==================== design 1
File: src/rtl/io_interrupt_ctrl.sv
// io_interrupt_ctrl: INPR/OUTR, FGI/FGO, IEN and R flip-flop with I/O handshakes for the basic computer
module io_interrupt_ctrl (
   input  logic       clk,
   input  logic       rst_n,
   input  logic       cpu_inp,
   input  logic       cpu_out,
   input  logic       cpu_ski,
   input  logic       cpu_sko,
   input  logic       cpu_ion,
   input  logic       cpu_iof,
   input  logic [7:0] ac_low,
   input  logic       instr_done,
   input  logic       int_ack,
   output logic [7:0] inpr,
   output logic       skip,
   output logic       int_cycle,
   output logic       fgi,
   output logic       fgo,
   output logic       ien,
   output logic       ovr_err,
   input  logic [7:0] in_data,
   input  logic       in_valid,
   output logic       in_ready,
   output logic [7:0] out_data,
   output logic       out_valid,
   input  logic       out_ready
);
   logic [7:0] outr;
   assign in_ready  = ~fgi;
   assign out_valid = ~fgo;
   assign out_data  = outr;
   // skip request uses the current registered flags in the strobe cycle
   always_comb skip = (cpu_ski & fgi) | (cpu_sko & fgo);
   // input side: source handshake fills INPR, INP hands it to AC
   always_ff @(posedge clk or negedge rst_n)
      if (!rst_n) begin
         inpr <= 8'h00;
         fgi  <= 1'b0;
      end else if (in_valid & ~fgi) begin
         inpr <= in_data;
         fgi  <= 1'b1;
      end else if (cpu_inp)
         fgi <= 1'b0;
   // output side: OUT loads OUTR only when the sink has drained the previous byte
   always_ff @(posedge clk or negedge rst_n)
      if (!rst_n) begin
         outr    <= 8'h00;
         fgo     <= 1'b1;
         ovr_err <= 1'b0;
      end else begin
         if (cpu_out & fgo) begin
            outr <= ac_low;
            fgo  <= 1'b0;
         end else if (~fgo & out_ready)
            fgo <= 1'b1;
         if (cpu_out & ~fgo)
            ovr_err <= 1'b1;
      end
   // interrupt enable and R flip-flop; acknowledge clears both and wins over any set
   always_ff @(posedge clk or negedge rst_n)
      if (!rst_n) begin
         ien       <= 1'b0;
         int_cycle <= 1'b0;
      end else begin
         ien       <= int_ack ? 1'b0 : cpu_iof ? 1'b0 : cpu_ion ? 1'b1 : ien;
         int_cycle <= int_ack ? 1'b0 : (instr_done & ien & (fgi | fgo)) ? 1'b1 : int_cycle;
      end
endmodule

File: config.mk
export PLATFORM = sky130hd
export DESIGN_NAME = io_interrupt_ctrl
export DESIGN_NICKNAME = d
export VERILOG_FILES = /design/src/rtl/io_interrupt_ctrl.sv
export SDC_FILE = /design/constraint.sdc
export NUM_CORES = 1
export LEC_CHECK = 0
export CELL_PAD_IN_SITES_DETAIL_PLACEMENT = 2
export CELL_PAD_IN_SITES_GLOBAL_PLACEMENT = 2
export CORE_ASPECT_RATIO = 1.1
export CORE_MARGIN = 2
export CORE_UTILIZATION = 23
export DETAILED_ROUTE_END_ITERATION = 6
export MAX_ROUTING_LAYER = met4
export PLACE_DENSITY_LB_ADDON = 0.1
export SYNTH_ARGS = -nofsm -noshare
export SYNTH_HDL_FRONTEND = slang
export SYNTH_SLANG_ARGS = --single-unit
File: constraint.sdc
create_clock -name clk -period 3.4 [get_ports clk]
set_input_delay 0.68 -clock clk [delete_from_list [all_inputs] [get_ports clk]]
set_output_delay 0.68 -clock clk [all_outputs]
set_load 0.01 [all_outputs]
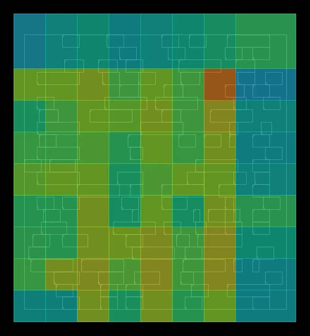
Fig. 1. Routing congestion map (design 1).
busiest layer in global routing: met2
GRT met2 Usage: 0.174

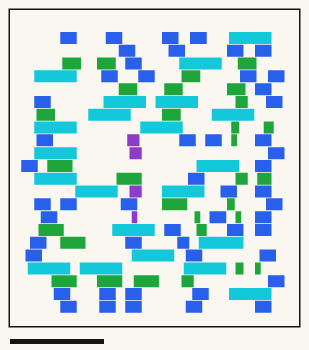
Fig. 2. Placed cells, one color a class (design 1).
Bar = 20 µm.
Blue stands for remaining buffers and delay cells, cells 52. Cyan stands for sequential cells, cells 21. Green stands for combinational and other logic, cells 30. Purple stands for clock drivers and dummy loads, cells 4.
row count: 22
sequential cell area share: 0.369
Final Util: 0.418

==> notes.md <==
run metrics: WL/cell=between 10 and 15 µm, OpenROAD warnings=26, clock root cell=clkbuf_4, register share after synthesis=0.632, outcome=finished, final reports clean, Yosys Instances=roughly 52, Chip Width=between 60 and 70 µm, placed cell count=approximately 150, gr ovfl total=0, synth cell count leaders=20 x dfrtp_1, 8 x mux2_2, 8 x mux2_4, setup TNS=0 ns, Layout Skew=~0.0057 ns, Clock group=between 0.0001 and 0.00015 W, CTS tree=done, highest routing layer actually used=met4, grt met3 use=0.0230, CLK BUF=4, Hold Violations, Final=0, Fmax=0.405 GHz, number of global-route vias before repair=about 690, DR DRC count=0
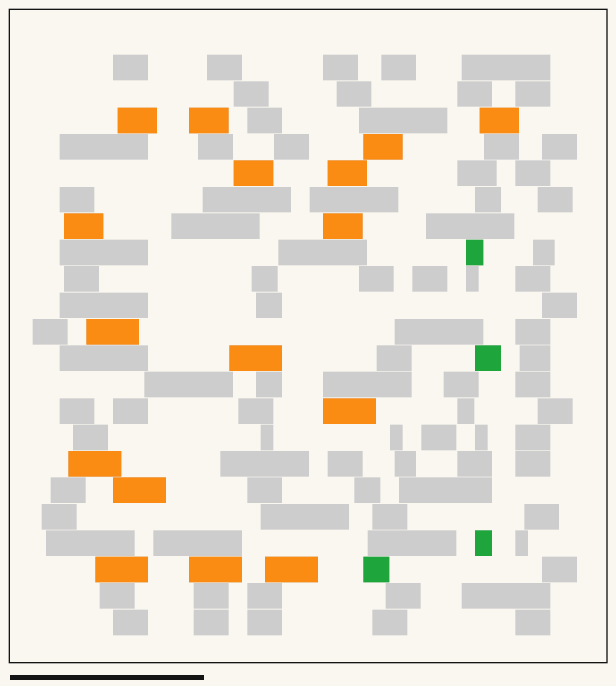
Fig. 3. Gate-type map (design 1).
Bar = 20 µm.
Green stands for aoi and oai cells, cells 4. Orange stands for mux cells, cells 16.
combinational share of cell area: 0.199
most numerous logic cell after layout: clkdlybuf4s50_1
non-filler cells, final: 155

==> kinds of logic (layout without fill, tap and decap cells) <==
kind of cell,Yosys count,in the layout,synth area share
AND/OR/NAND/NOR,5,5,0.0390
buffers and inverters,4,59,0.0270
AND-OR/OR-AND,6,6,0.0496
multiplexers,16,16,0.252
flip-flops,21,21,0.632
==> worst paths after layout <==
check	from	to	slack [ns]	cells past startpoint
setup / recovery	cpu_ski	skip	0.93	3
hold / removal	ovr_err$_DFFE_PN0P_	ovr_err$_DFFE_PN0P_	0.47	1
setup reg to reg	fgi$_DFFE_PN0P_	inpr[0]$_DFFE_PN0P_	2.17	3
hold reg to reg	ovr_err$_DFFE_PN0P_	ovr_err$_DFFE_PN0P_	0.47	1
max in group asynchronous	rst_n	out_data[5]$_DFFE_PN0P_	1.92	1
min in group asynchronous	rst_n	int_cycle$_DFFE_PN0P_	0.90	1
==> registers in the layout, summed over array words and instances (netlist names) <==
| signal | cells |
|---|---|
| inpr | 8 |
| out_data | 8 |
| fgi | 1 |
| fgo | 1 |
| ien | 1 |
| int_cycle | 1 |
| ovr_err | 1 |

==================== design 2
Fig. 4: design 2, placed cells, one color a class
Bar = 20 µm.
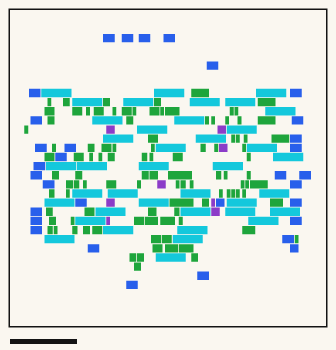
Fig. 5: design 2, routing congestion map
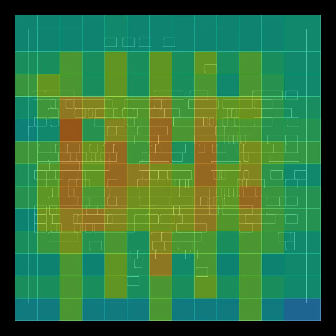
`src/rtl/add_sub_pkg.sv`:
```
// ---------------------------------------------------------------------------
// add_sub_pkg
//
// Purpose : shared definitions for the digit-serial add/subtract unit.
//           - state_t     : controller states (IDLE, RUN, DONE)
//           - OP_ADD/OP_SUB : values of the mode input s
//           - num_digits  : number of digit cycles for a WIDTH/DIGIT pair
// Ports   : none (package).
// ---------------------------------------------------------------------------
package add_sub_pkg;

  typedef enum logic [1:0] {
    IDLE = 2'd0,
    RUN  = 2'd1,
    DONE = 2'd2
  } state_t;

  localparam logic OP_ADD = 1'b0;
  localparam logic OP_SUB = 1'b1;

  // Number of digit cycles needed to walk a WIDTH-bit operand DIGIT bits
  // at a time. Callers guarantee width is a multiple of digit.
  function automatic int num_digits(input int width, input int digit);
    return width / digit;
  endfunction

endpackage : add_sub_pkg

```
`src/rtl/add_sub_digit.sv`:
```
// ---------------------------------------------------------------------------
// add_sub_digit
//
// Purpose : DIGIT-bit combinational ripple-carry adder slice. It is the only
//           arithmetic element of serial_add_sub and is reused every digit
//           cycle. Besides the carry out it exports the carry into its MSB so
//           the parent can form signed overflow on the final digit.
// Ports   :
//   a   in  [DIGIT-1:0]  addend digit
//   b   in  [DIGIT-1:0]  addend digit (already inverted for subtract)
//   ci  in  1            carry in
//   sum out [DIGIT-1:0]  sum digit
//   co  out 1            carry out of the MSB
//   cm  out 1            carry into the MSB
// ---------------------------------------------------------------------------
module add_sub_digit #(
  parameter int DIGIT = 1
) (
  input  logic [DIGIT-1:0] a,
  input  logic [DIGIT-1:0] b,
  input  logic             ci,
  output logic [DIGIT-1:0] sum,
  output logic             co,
  output logic             cm
);

  // c[i] is the carry into bit i; c[DIGIT] is the carry out of the slice.
  logic [DIGIT:0] c;

  assign c[0] = ci;

  generate
    for (genvar gi = 0; gi < DIGIT; gi++) begin : g_bit
      logic p;
      assign p          = a[gi] ^ b[gi];
      assign sum[gi]    = p ^ c[gi];
      assign c[gi + 1]  = (a[gi] & b[gi]) | (p & c[gi]);
    end
  endgenerate

  assign co = c[DIGIT];
  assign cm = c[DIGIT - 1];

endmodule : add_sub_digit

```
`src/rtl/serial_add_sub.sv`:
```
// ---------------------------------------------------------------------------
// serial_add_sub
//
// Purpose : digit-serial two's-complement adder/subtractor. Operands are
//           captured on an accepted start, then DIGIT bits per clock are fed
//           LSB-digit first through a single add_sub_digit slice. Subtract is
//           a + ~b + 1, the +1 coming from presetting the carry to s.
//           A one-cycle done pulse accompanies updated o/co/ov.
//
// Optional feature (compile-time macro SERIAL_ADD_SUB_OVF_EN):
//   defined   : ov = carry into MSB ^ carry out of MSB on the last digit,
//               registered on entry to DONE.
//   undefined : no overflow logic; ov is tied to 0.
//
// Parameters:
//   WIDTH  operand/result width, must be a multiple of DIGIT
//   DIGIT  bits processed per clock
//
// Ports:
//   clk    in  1       clock, rising edge
//   rst    in  1       asynchronous active-high reset
//   start  in  1       request, sampled in IDLE or DONE
//   s      in  1       0 = a + b, 1 = a - b
//   a      in  WIDTH   first operand
//   b      in  WIDTH   second operand
//   busy   out 1       high while digits are being processed
//   done   out 1       one-cycle completion pulse
//   o      out WIDTH   result, held until the next completion
//   co     out 1       final carry (subtract: 1 = no borrow)
//   ov     out 1       signed overflow (0 when the feature is not built)
// ---------------------------------------------------------------------------
module serial_add_sub #(
  parameter int WIDTH = 8,
  parameter int DIGIT = 1
) (
  input  logic             clk,
  input  logic             rst,
  input  logic             start,
  input  logic             s,
  input  logic [WIDTH-1:0] a,
  input  logic [WIDTH-1:0] b,
  output logic             busy,
  output logic             done,
  output logic [WIDTH-1:0] o,
  output logic             co,
  output logic             ov
);

  import add_sub_pkg::*;

  localparam int N  = num_digits(WIDTH, DIGIT);
  localparam int CW = (N > 1) ? $clog2(N) : 1;
  localparam logic [CW-1:0] LAST = CW'(N - 1);

  generate
    if ((DIGIT < 1) || (WIDTH % DIGIT != 0)) begin : g_param_check
      $error("serial_add_sub: WIDTH must be a positive multiple of DIGIT");
    end
  endgenerate

  // -------------------------------------------------------------------------
  // Controller
  // -------------------------------------------------------------------------
  state_t state_reg, state_next;
  logic   accept;     // start taken this cycle (IDLE or DONE)
  logic   last_digit; // RUN cycle working on digit N-1

  logic [CW-1:0] cnt_reg;

  assign last_digit = (state_reg == RUN) && (cnt_reg == LAST);

  always_ff @(posedge clk or posedge rst) begin
    if (rst) begin
      state_reg <= IDLE;
    end else begin
      state_reg <= state_next;
    end
  end

  always_comb begin
    state_next = state_reg;
    accept     = 1'b0;
    busy       = 1'b0;
    done       = 1'b0;
    case (state_reg)
      IDLE: begin
        if (start) begin
          accept     = 1'b1;
          state_next = RUN;
        end
      end
      RUN: begin
        busy = 1'b1;
        if (cnt_reg == LAST) begin
          state_next = DONE;
        end
      end
      DONE: begin
        done = 1'b1;
        // A start seen here begins the next operation with no idle gap.
        if (start) begin
          accept     = 1'b1;
          state_next = RUN;
        end else begin
          state_next = IDLE;
        end
      end
      default: begin
        state_next = IDLE;
      end
    endcase
  end

  // -------------------------------------------------------------------------
  // Datapath
  // -------------------------------------------------------------------------
  logic [WIDTH-1:0] a_sh_reg;   // shifts right one digit per RUN cycle
  logic [WIDTH-1:0] b_sh_reg;
  logic             mode_reg;
  logic             carry_reg;
  logic [WIDTH-1:0] acc_reg;    // result digits enter at the top
  logic [WIDTH-1:0] acc_next;
  logic [WIDTH-1:0] o_reg;
  logic             co_reg;

  logic [DIGIT-1:0] dig_a;
  logic [DIGIT-1:0] dig_b;
  logic [DIGIT-1:0] dig_sum;
  logic             dig_co;
  logic             dig_cm;

  assign dig_a = a_sh_reg[DIGIT-1:0];
  assign dig_b = (mode_reg == OP_SUB) ? ~b_sh_reg[DIGIT-1:0] : b_sh_reg[DIGIT-1:0];

  add_sub_digit #(
    .DIGIT (DIGIT)
  ) u_digit (
    .a   (dig_a),
    .b   (dig_b),
    .ci  (carry_reg),
    .sum (dig_sum),
    .co  (dig_co),
    .cm  (dig_cm)
  );

  // Shift the new sum digit in from the MSB end; after N digits the first
  // digit has reached bit 0. Written as shift/or so it also holds for N == 1.
  assign acc_next = (acc_reg >> DIGIT) | (WIDTH'(dig_sum) << (WIDTH - DIGIT));

  always_ff @(posedge clk or posedge rst) begin
    if (rst) begin
      a_sh_reg  <= '0;
      b_sh_reg  <= '0;
      mode_reg  <= OP_ADD;
      carry_reg <= 1'b0;
      cnt_reg   <= '0;
      acc_reg   <= '0;
      o_reg     <= '0;
      co_reg    <= 1'b0;
    end else begin
      if (accept) begin
        a_sh_reg  <= a;
        b_sh_reg  <= b;
        mode_reg  <= s;
        carry_reg <= s;   // +1 of the two's-complement negation of b
        cnt_reg   <= '0;
      end else if (state_reg == RUN) begin
        a_sh_reg  <= a_sh_reg >> DIGIT;
        b_sh_reg  <= b_sh_reg >> DIGIT;
        carry_reg <= dig_co;
        cnt_reg   <= cnt_reg + CW'(1);
        acc_reg   <= acc_next;
      end
      if (last_digit) begin
        o_reg  <= acc_next;
        co_reg <= dig_co;
      end
    end
  end

  assign o  = o_reg;
  assign co = co_reg;

`ifdef SERIAL_ADD_SUB_OVF_EN
  logic ov_reg;

  // Signed overflow: carry into the sign bit differs from carry out of it.
  always_ff @(posedge clk or posedge rst) begin
    if (rst) begin
      ov_reg <= 1'b0;
    end else if (last_digit) begin
      ov_reg <= dig_cm ^ dig_co;
    end
  end

  assign ov = ov_reg;
`else
  logic cm_unused;

  assign cm_unused = dig_cm;
  assign ov        = 1'b0;
`endif

endmodule : serial_add_sub

```
`config.mk`:
```
export PLATFORM = sky130hd
export DESIGN_NAME = serial_add_sub
export DESIGN_NICKNAME = d
export VERILOG_FILES = /design/src/rtl/add_sub_pkg.sv /design/src/rtl/add_sub_digit.sv /design/src/rtl/serial_add_sub.sv
export SDC_FILE = /design/constraint.sdc
export NUM_CORES = 1
export LEC_CHECK = 0
export CORE_MARGIN = 4
export CORE_UTILIZATION = 24
export CTS_BUF_LIST = sky130_fd_sc_hd__clkbuf_4
export DETAILED_ROUTE_END_ITERATION = 8
export PLACE_DENSITY = 0.5
export SYNTH_ARGS = -nofsm -noshare
export SYNTH_HDL_FRONTEND = slang
export SYNTH_SLANG_ARGS = --single-unit
```
`constraint.sdc`:
```
create_clock -name clk -period 3.6 [get_ports clk]
set_input_delay 0.72 -clock clk [delete_from_list [all_inputs] [get_ports clk]]
set_output_delay 0.72 -clock clk [all_outputs]
set_load 0.02 [all_outputs]
```
==> notes.md <==
run metrics: Hold Violations, Final=0, syn_nets=about 180, Crit path arrival time=roughly 1.9 ns, leakage power=1.01 nW, Final ANT Viol Nets=0, outcome=finished, final reports clean, Die Span Y=94.1 µm, Yosys top cell by area=dfrtp_1, register share after synthesis=0.549, # setup viols final=0, WL final=3270 µm, Yosys Instances=approximately 150, max cap viols=0, Synth Flop Type=dfrtp_1, RSZ-0062 raised after global routing=no, cycle use final=0.723, CP startpoint kind=flop, GRT Total Usage=0.0872, XORs/XNORs by Area=0.00985, antenna diode count=0, Clock Path Buffers=2, Synth Register Bits=39, mux frac, synth=0.0676, Cell Int Power=approximately 0.0011 W, CP max FO=10
Notes on Fig. 4 above:
Blue stands for remaining buffers and delay cells, cells 32. Cyan stands for sequential cells, cells 39. Green stands for combinational and other logic, cells 103. Purple stands for clock drivers and dummy loads, cells 8.
row count: 31
Core Box Area: 0.00721 mm²

Notes on Fig. 5 above:
GR Util met1: 0.118
GRT met2 Usage: 0.123
busiest layer in global routing: met2
grt met3 use: 0.0313

## layout make-up
class,instances,area (µm²)
clock buffers,6,45.0
clock inverters,2,7.51
fillers,783,5060
inverters,19,71.3
multi-input cells,84,612
flip-flops and latches,39,976
well taps,99,124
repair buffers,32,315
## power groups by stage
stage                     Sequential, W  Combinational, W  Clock (W)
after global routing           0.000807          0.000889   0.000250
after floorplan                0.000797          0.000611          0
final                          0.000773          0.000781   0.000216
after detailed placement       0.000788          0.000795          0
after global placement         0.000783          0.000788          0
after CTS                      0.000778          0.000797   0.000230
## path summary, 6_finish.rpt
kind                       slack (ns)  cells after the start                startpoint                    end
max                               1.0                      3  state_reg[0]$_DFFE_PP0P_                   busy
min                              0.50                      1     carry_reg$_DFFE_PP0P_  carry_reg$_DFFE_PP0P_
max reg2reg                      1.88                      3  state_reg[0]$_DFFE_PP0P_  carry_reg$_DFFE_PP0P_
min reg2reg                      0.50                      1     carry_reg$_DFFE_PP0P_  carry_reg$_DFFE_PP0P_
max in group asynchronous        2.46                      3                       rst       o[2]$_DFFE_PP0P_
min in group asynchronous        0.79                      3                       rst       o[6]$_DFFE_PP0P_

==================== design 3
`src/rtl/lbc_pkg.sv`:
```
// Shared types and sizing helpers for the line-buffer window controller.
package lbc_pkg;
  typedef enum logic [1:0] {IDLE, FILL, ACTIVE, DONE} lbc_state_e;

  // Position counter width with one bit of headroom over the larger axis.
  function automatic int lbc_cnt_w(input int a, input int b);
    return $clog2((a > b) ? a : b) + 1;
  endfunction

  function automatic int lbc_idx_w(input int n);
    return (n > 1) ? $clog2(n) : 1;
  endfunction
endpackage

```
`src/rtl/lbc_axis_counter.sv`:
```
// One raster axis: position with wrap, stride phase and window-hit flag.
// Outputs describe the pixel being accepted this cycle (clear applied first).
module lbc_axis_counter
  import lbc_pkg::*;
#(
  parameter int LEN    = 64,
  parameter int KERNEL = 3,
  parameter int STRIDE = 2,
  parameter int W      = lbc_cnt_w(LEN, LEN)
) (
  input  logic clk,
  input  logic rst,
  input  logic i_clr,
  input  logic i_adv,
  output logic o_wrap,
  output logic o_hit
);
  logic [W-1:0] r_pos;
  logic [2:0]   r_phase;
  logic [W-1:0] w_pos;
  logic [2:0]   w_phase;

  assign w_pos   = i_clr ? '0 : r_pos;
  assign w_phase = i_clr ? '0 : r_phase;
  assign o_wrap  = (w_pos == W'(LEN - 1));
  assign o_hit   = (w_pos >= W'(KERNEL - 1)) && (w_phase == 3'd0);

  // Phase restarts at KERNEL-1 so phase==0 marks every STRIDE-th window end.
  always_ff @(posedge clk or negedge rst) begin
    if (!rst) begin
      r_pos   <= '0;
      r_phase <= '0;
    end else if (i_adv) begin
      if (o_wrap) begin
        r_pos   <= '0;
        r_phase <= '0;
      end else begin
        r_pos <= w_pos + 1'b1;
        if (w_pos < W'(KERNEL - 1))          r_phase <= '0;
        else if (w_phase == 3'(STRIDE - 1))  r_phase <= '0;
        else                                 r_phase <= w_phase + 1'b1;
      end
    end else if (i_clr) begin
      r_pos   <= '0;
      r_phase <= '0;
    end
  end
endmodule

```
`src/rtl/line_buffer_control_generic.sv`:
```
// Sliding-window control for a raster pixel stream: flags each completed KERNELxKERNEL
// window on a STRIDE grid. Optional status ports under LBC_STATUS_EN.
module line_buffer_control_generic
  import lbc_pkg::*;
#(
  parameter int INPUT_Y = 64,
  parameter int INPUT_X = 64,
  parameter int KERNEL  = 3,
  parameter int STRIDE  = 2
) (
  input  logic clk,
  input  logic rst,
  input  logic sof,
  input  logic input_valid,
  output logic output_valid
`ifdef LBC_STATUS_EN
  ,
  output logic [lbc_idx_w(INPUT_X)-1:0] out_row,
  output logic [lbc_idx_w(INPUT_Y)-1:0] out_col,
  output logic                          frame_done
`endif
);
  localparam int W = lbc_cnt_w(INPUT_X, INPUT_Y);

  lbc_state_e r_state;
  lbc_state_e w_base;
  logic       r_output_valid;
  logic       w_acc, w_last, w_pulse;
  logic       w_col_wrap, w_col_hit, w_row_wrap, w_row_hit;

  // sof restarts from any state and may itself carry pixel (0,0).
  assign w_base  = sof ? ((KERNEL == 1) ? ACTIVE : FILL) : r_state;
  assign w_acc   = input_valid && (w_base == FILL || w_base == ACTIVE);
  assign w_last  = w_row_wrap && w_col_wrap;
  assign w_pulse = w_acc && w_col_hit && w_row_hit;

  lbc_axis_counter #(.LEN(INPUT_Y), .KERNEL(KERNEL), .STRIDE(STRIDE), .W(W)) u_col (
    .clk(clk), .rst(rst), .i_clr(sof), .i_adv(w_acc),
    .o_wrap(w_col_wrap), .o_hit(w_col_hit)
  );

  lbc_axis_counter #(.LEN(INPUT_X), .KERNEL(KERNEL), .STRIDE(STRIDE), .W(W)) u_row (
    .clk(clk), .rst(rst), .i_clr(sof), .i_adv(w_acc && w_col_wrap),
    .o_wrap(w_row_wrap), .o_hit(w_row_hit)
  );

  // In FILL the first row hit at end of line is exactly pixel (KERNEL-1, INPUT_Y-1).
  always_ff @(posedge clk or negedge rst) begin
    if (!rst) begin
      r_state        <= IDLE;
      r_output_valid <= 1'b0;
    end else begin
      r_output_valid <= w_pulse;
      if (w_acc && w_last)
        r_state <= DONE;
      else if (w_acc && w_base == FILL && w_row_hit && w_col_wrap)
        r_state <= ACTIVE;
      else
        r_state <= w_base;
    end
  end

  assign output_valid = r_output_valid;

`ifdef LBC_STATUS_EN
  logic [lbc_idx_w(INPUT_X)-1:0] r_out_row;
  logic [lbc_idx_w(INPUT_Y)-1:0] r_out_col;
  logic r_frame_done, r_row_open, r_any;
  logic w_open, w_any;

  // Output indices advance per pulse in raster order; no division needed.
  assign w_open = r_row_open && !sof;
  assign w_any  = r_any && !sof;

  always_ff @(posedge clk or negedge rst) begin
    if (!rst) begin
      r_out_row    <= '0;
      r_out_col    <= '0;
      r_frame_done <= 1'b0;
      r_row_open   <= 1'b0;
      r_any        <= 1'b0;
    end else begin
      r_frame_done <= w_acc && w_last;
      r_row_open   <= (w_acc && w_col_wrap) ? 1'b0 : (w_pulse | w_open);
      if (w_pulse) begin
        r_any <= 1'b1;
        if (w_open) begin
          r_out_col <= r_out_col + 1'b1;
        end else begin
          r_out_col <= '0;
          r_out_row <= w_any ? r_out_row + 1'b1 : '0;
        end
      end else if (sof) begin
        r_any <= 1'b0;
      end
    end
  end

  assign out_row    = r_out_row;
  assign out_col    = r_out_col;
  assign frame_done = r_frame_done;
`endif
endmodule

```
`config.mk`:
```
export PLATFORM = sky130hd
export DESIGN_NAME = line_buffer_control_generic
export DESIGN_NICKNAME = d
export VERILOG_FILES = /design/src/rtl/lbc_pkg.sv /design/src/rtl/lbc_axis_counter.sv /design/src/rtl/line_buffer_control_generic.sv
export SDC_FILE = /design/constraint.sdc
export NUM_CORES = 1
export LEC_CHECK = 0
export ABC_AREA = 1
export ABC_CLOCK_PERIOD_IN_PS = 2900
export CORE_MARGIN = 2
export CORE_UTILIZATION = 45
export CTS_CLUSTER_DIAMETER = 80
export DETAILED_ROUTE_END_ITERATION = 8
export DONT_BUFFER_PORTS = 1
export GPL_TIMING_DRIVEN = 1
export SKIP_CTS_REPAIR_TIMING = 1
export SYNTH_ARGS = -nofsm -noshare
export SYNTH_HDL_FRONTEND = slang
export SYNTH_SLANG_ARGS = --single-unit
```
`constraint.sdc`:
```
create_clock -name clk -period 2.9 [get_ports clk]
set_clock_uncertainty 0.15 [all_clocks]
set_input_delay 0.435 -clock clk [delete_from_list [all_inputs] [get_ports clk]]
set_output_delay 0.435 -clock clk [all_outputs]
set_load 0.1 [all_outputs]
```
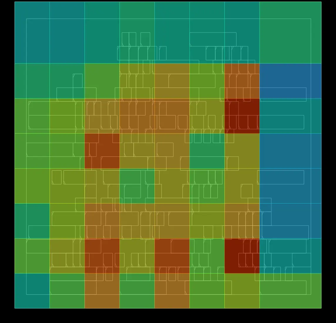
Fig. 6. Routing congestion map (design 3).
GRT Total Usage: 0.188
WL/cell: 12.2 µm
GRT met2 Usage: 0.307
GR Util met1: 0.251
busiest layer in global routing: met2

through the flow:
step / utilization / power, W / setup slack (ns)
floorplan: - / 0.000356 / 0.887
global placement: 0.482 / 0.000356 / 0.831
detailed placement: 0.482 / 0.000357 / 0.774
CTS: 0.491 / 0.000508 / 0.953
global route: 0.501 / 0.000545 / 0.788
finish: 0.501 / 0.000513 / 0.974
layout by cell type (no fill, tap or decap), types with 3 or more instances in the layout:
cell | netlist | layout
a21oi_1 | 4 | 4
clkbuf_4 | 0 | 3
dfrtp_1 | 23 | 23
ha_1 | 5 | 5
inv_1 | 29 | 29
nand2_1 | 28 | 28
nand3_1 | 17 | 17
nand3_4 | 3 | 3
nand4_1 | 8 | 8
nor2_1 | 20 | 20
o21ai_0 | 14 | 14
o21ai_1 | 7 | 7
xor2_1 | 4 | 4
Yosys cell counts (all sizes together):
cell	instances
nor2	25
nand3	21
inv	31
nor3	2
o21ai	22
a21boi	1
o21bai	1
xnor2	1
xor2	4
dfrtp	23
nand4	8
ha	5
nand2	31
buf	2
a21oi	4
flip-flops by register name (all words and copies together), names as in the netlist:
signal and flops:
u_col.r_phase 3, u_row.r_phase 3, r_state 2, u_col.r_pos 7, output_valid 1, u_row.r_pos 7
==> notes.md <==
run metrics: Hold Violations, Final=0, clock root cell=clkbuf_4, XORs/XNORs by Area=0.0305, RSZ-0062 raised after global routing=no, Metal-1 WL=between 1000 and 1500 µm, Seq. cell area=576 µm², DRT iter0 DRCs=between 80 and 90, RR Endpoint=u_row.r_pos[4]$_DFF_PN0_, FP Core Util=0.470, sequential cell area share=0.376, Clock group=~0.00015 W, Chip Width=a little over 60 µm, worst reg2reg startpoint=r_state[0]$_DFF_PN0_, Clock Path Buffers=2, via density per instance=about 5.0, register share after synthesis=0.401, CTS sink count=23, DR DRC count=0, slowest stage delay, CP=~0.39 ns, outcome=finished, final reports clean


==> screenshots <==
Drive-strength map.
Bar = 20 µm.
picture 1
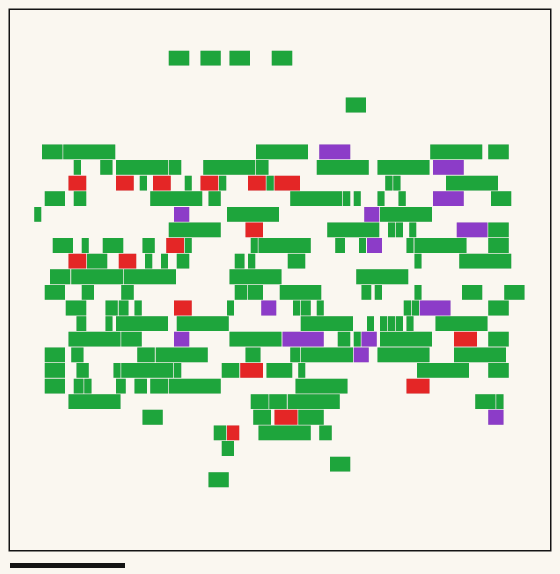
picture 2
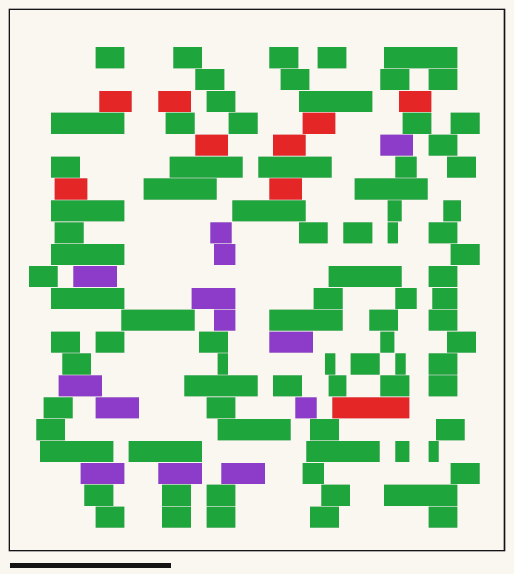
picture 3
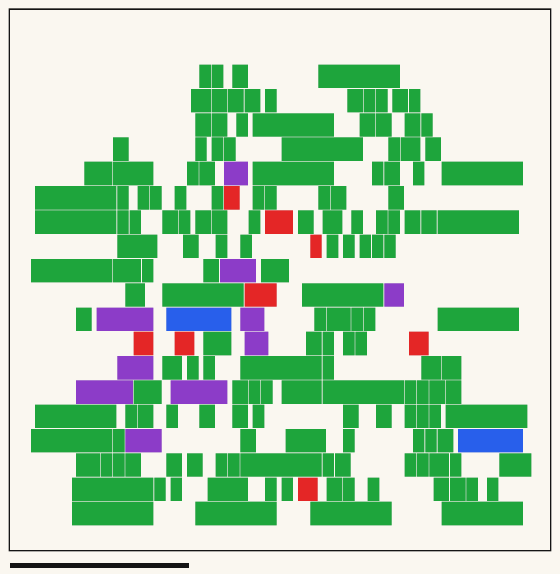
picture 2 -> design 1
picture 3 -> design 3
picture 1 -> design 2
Of these, most cells: picture 1

Power is estimated from default activity; no workload was simulated.
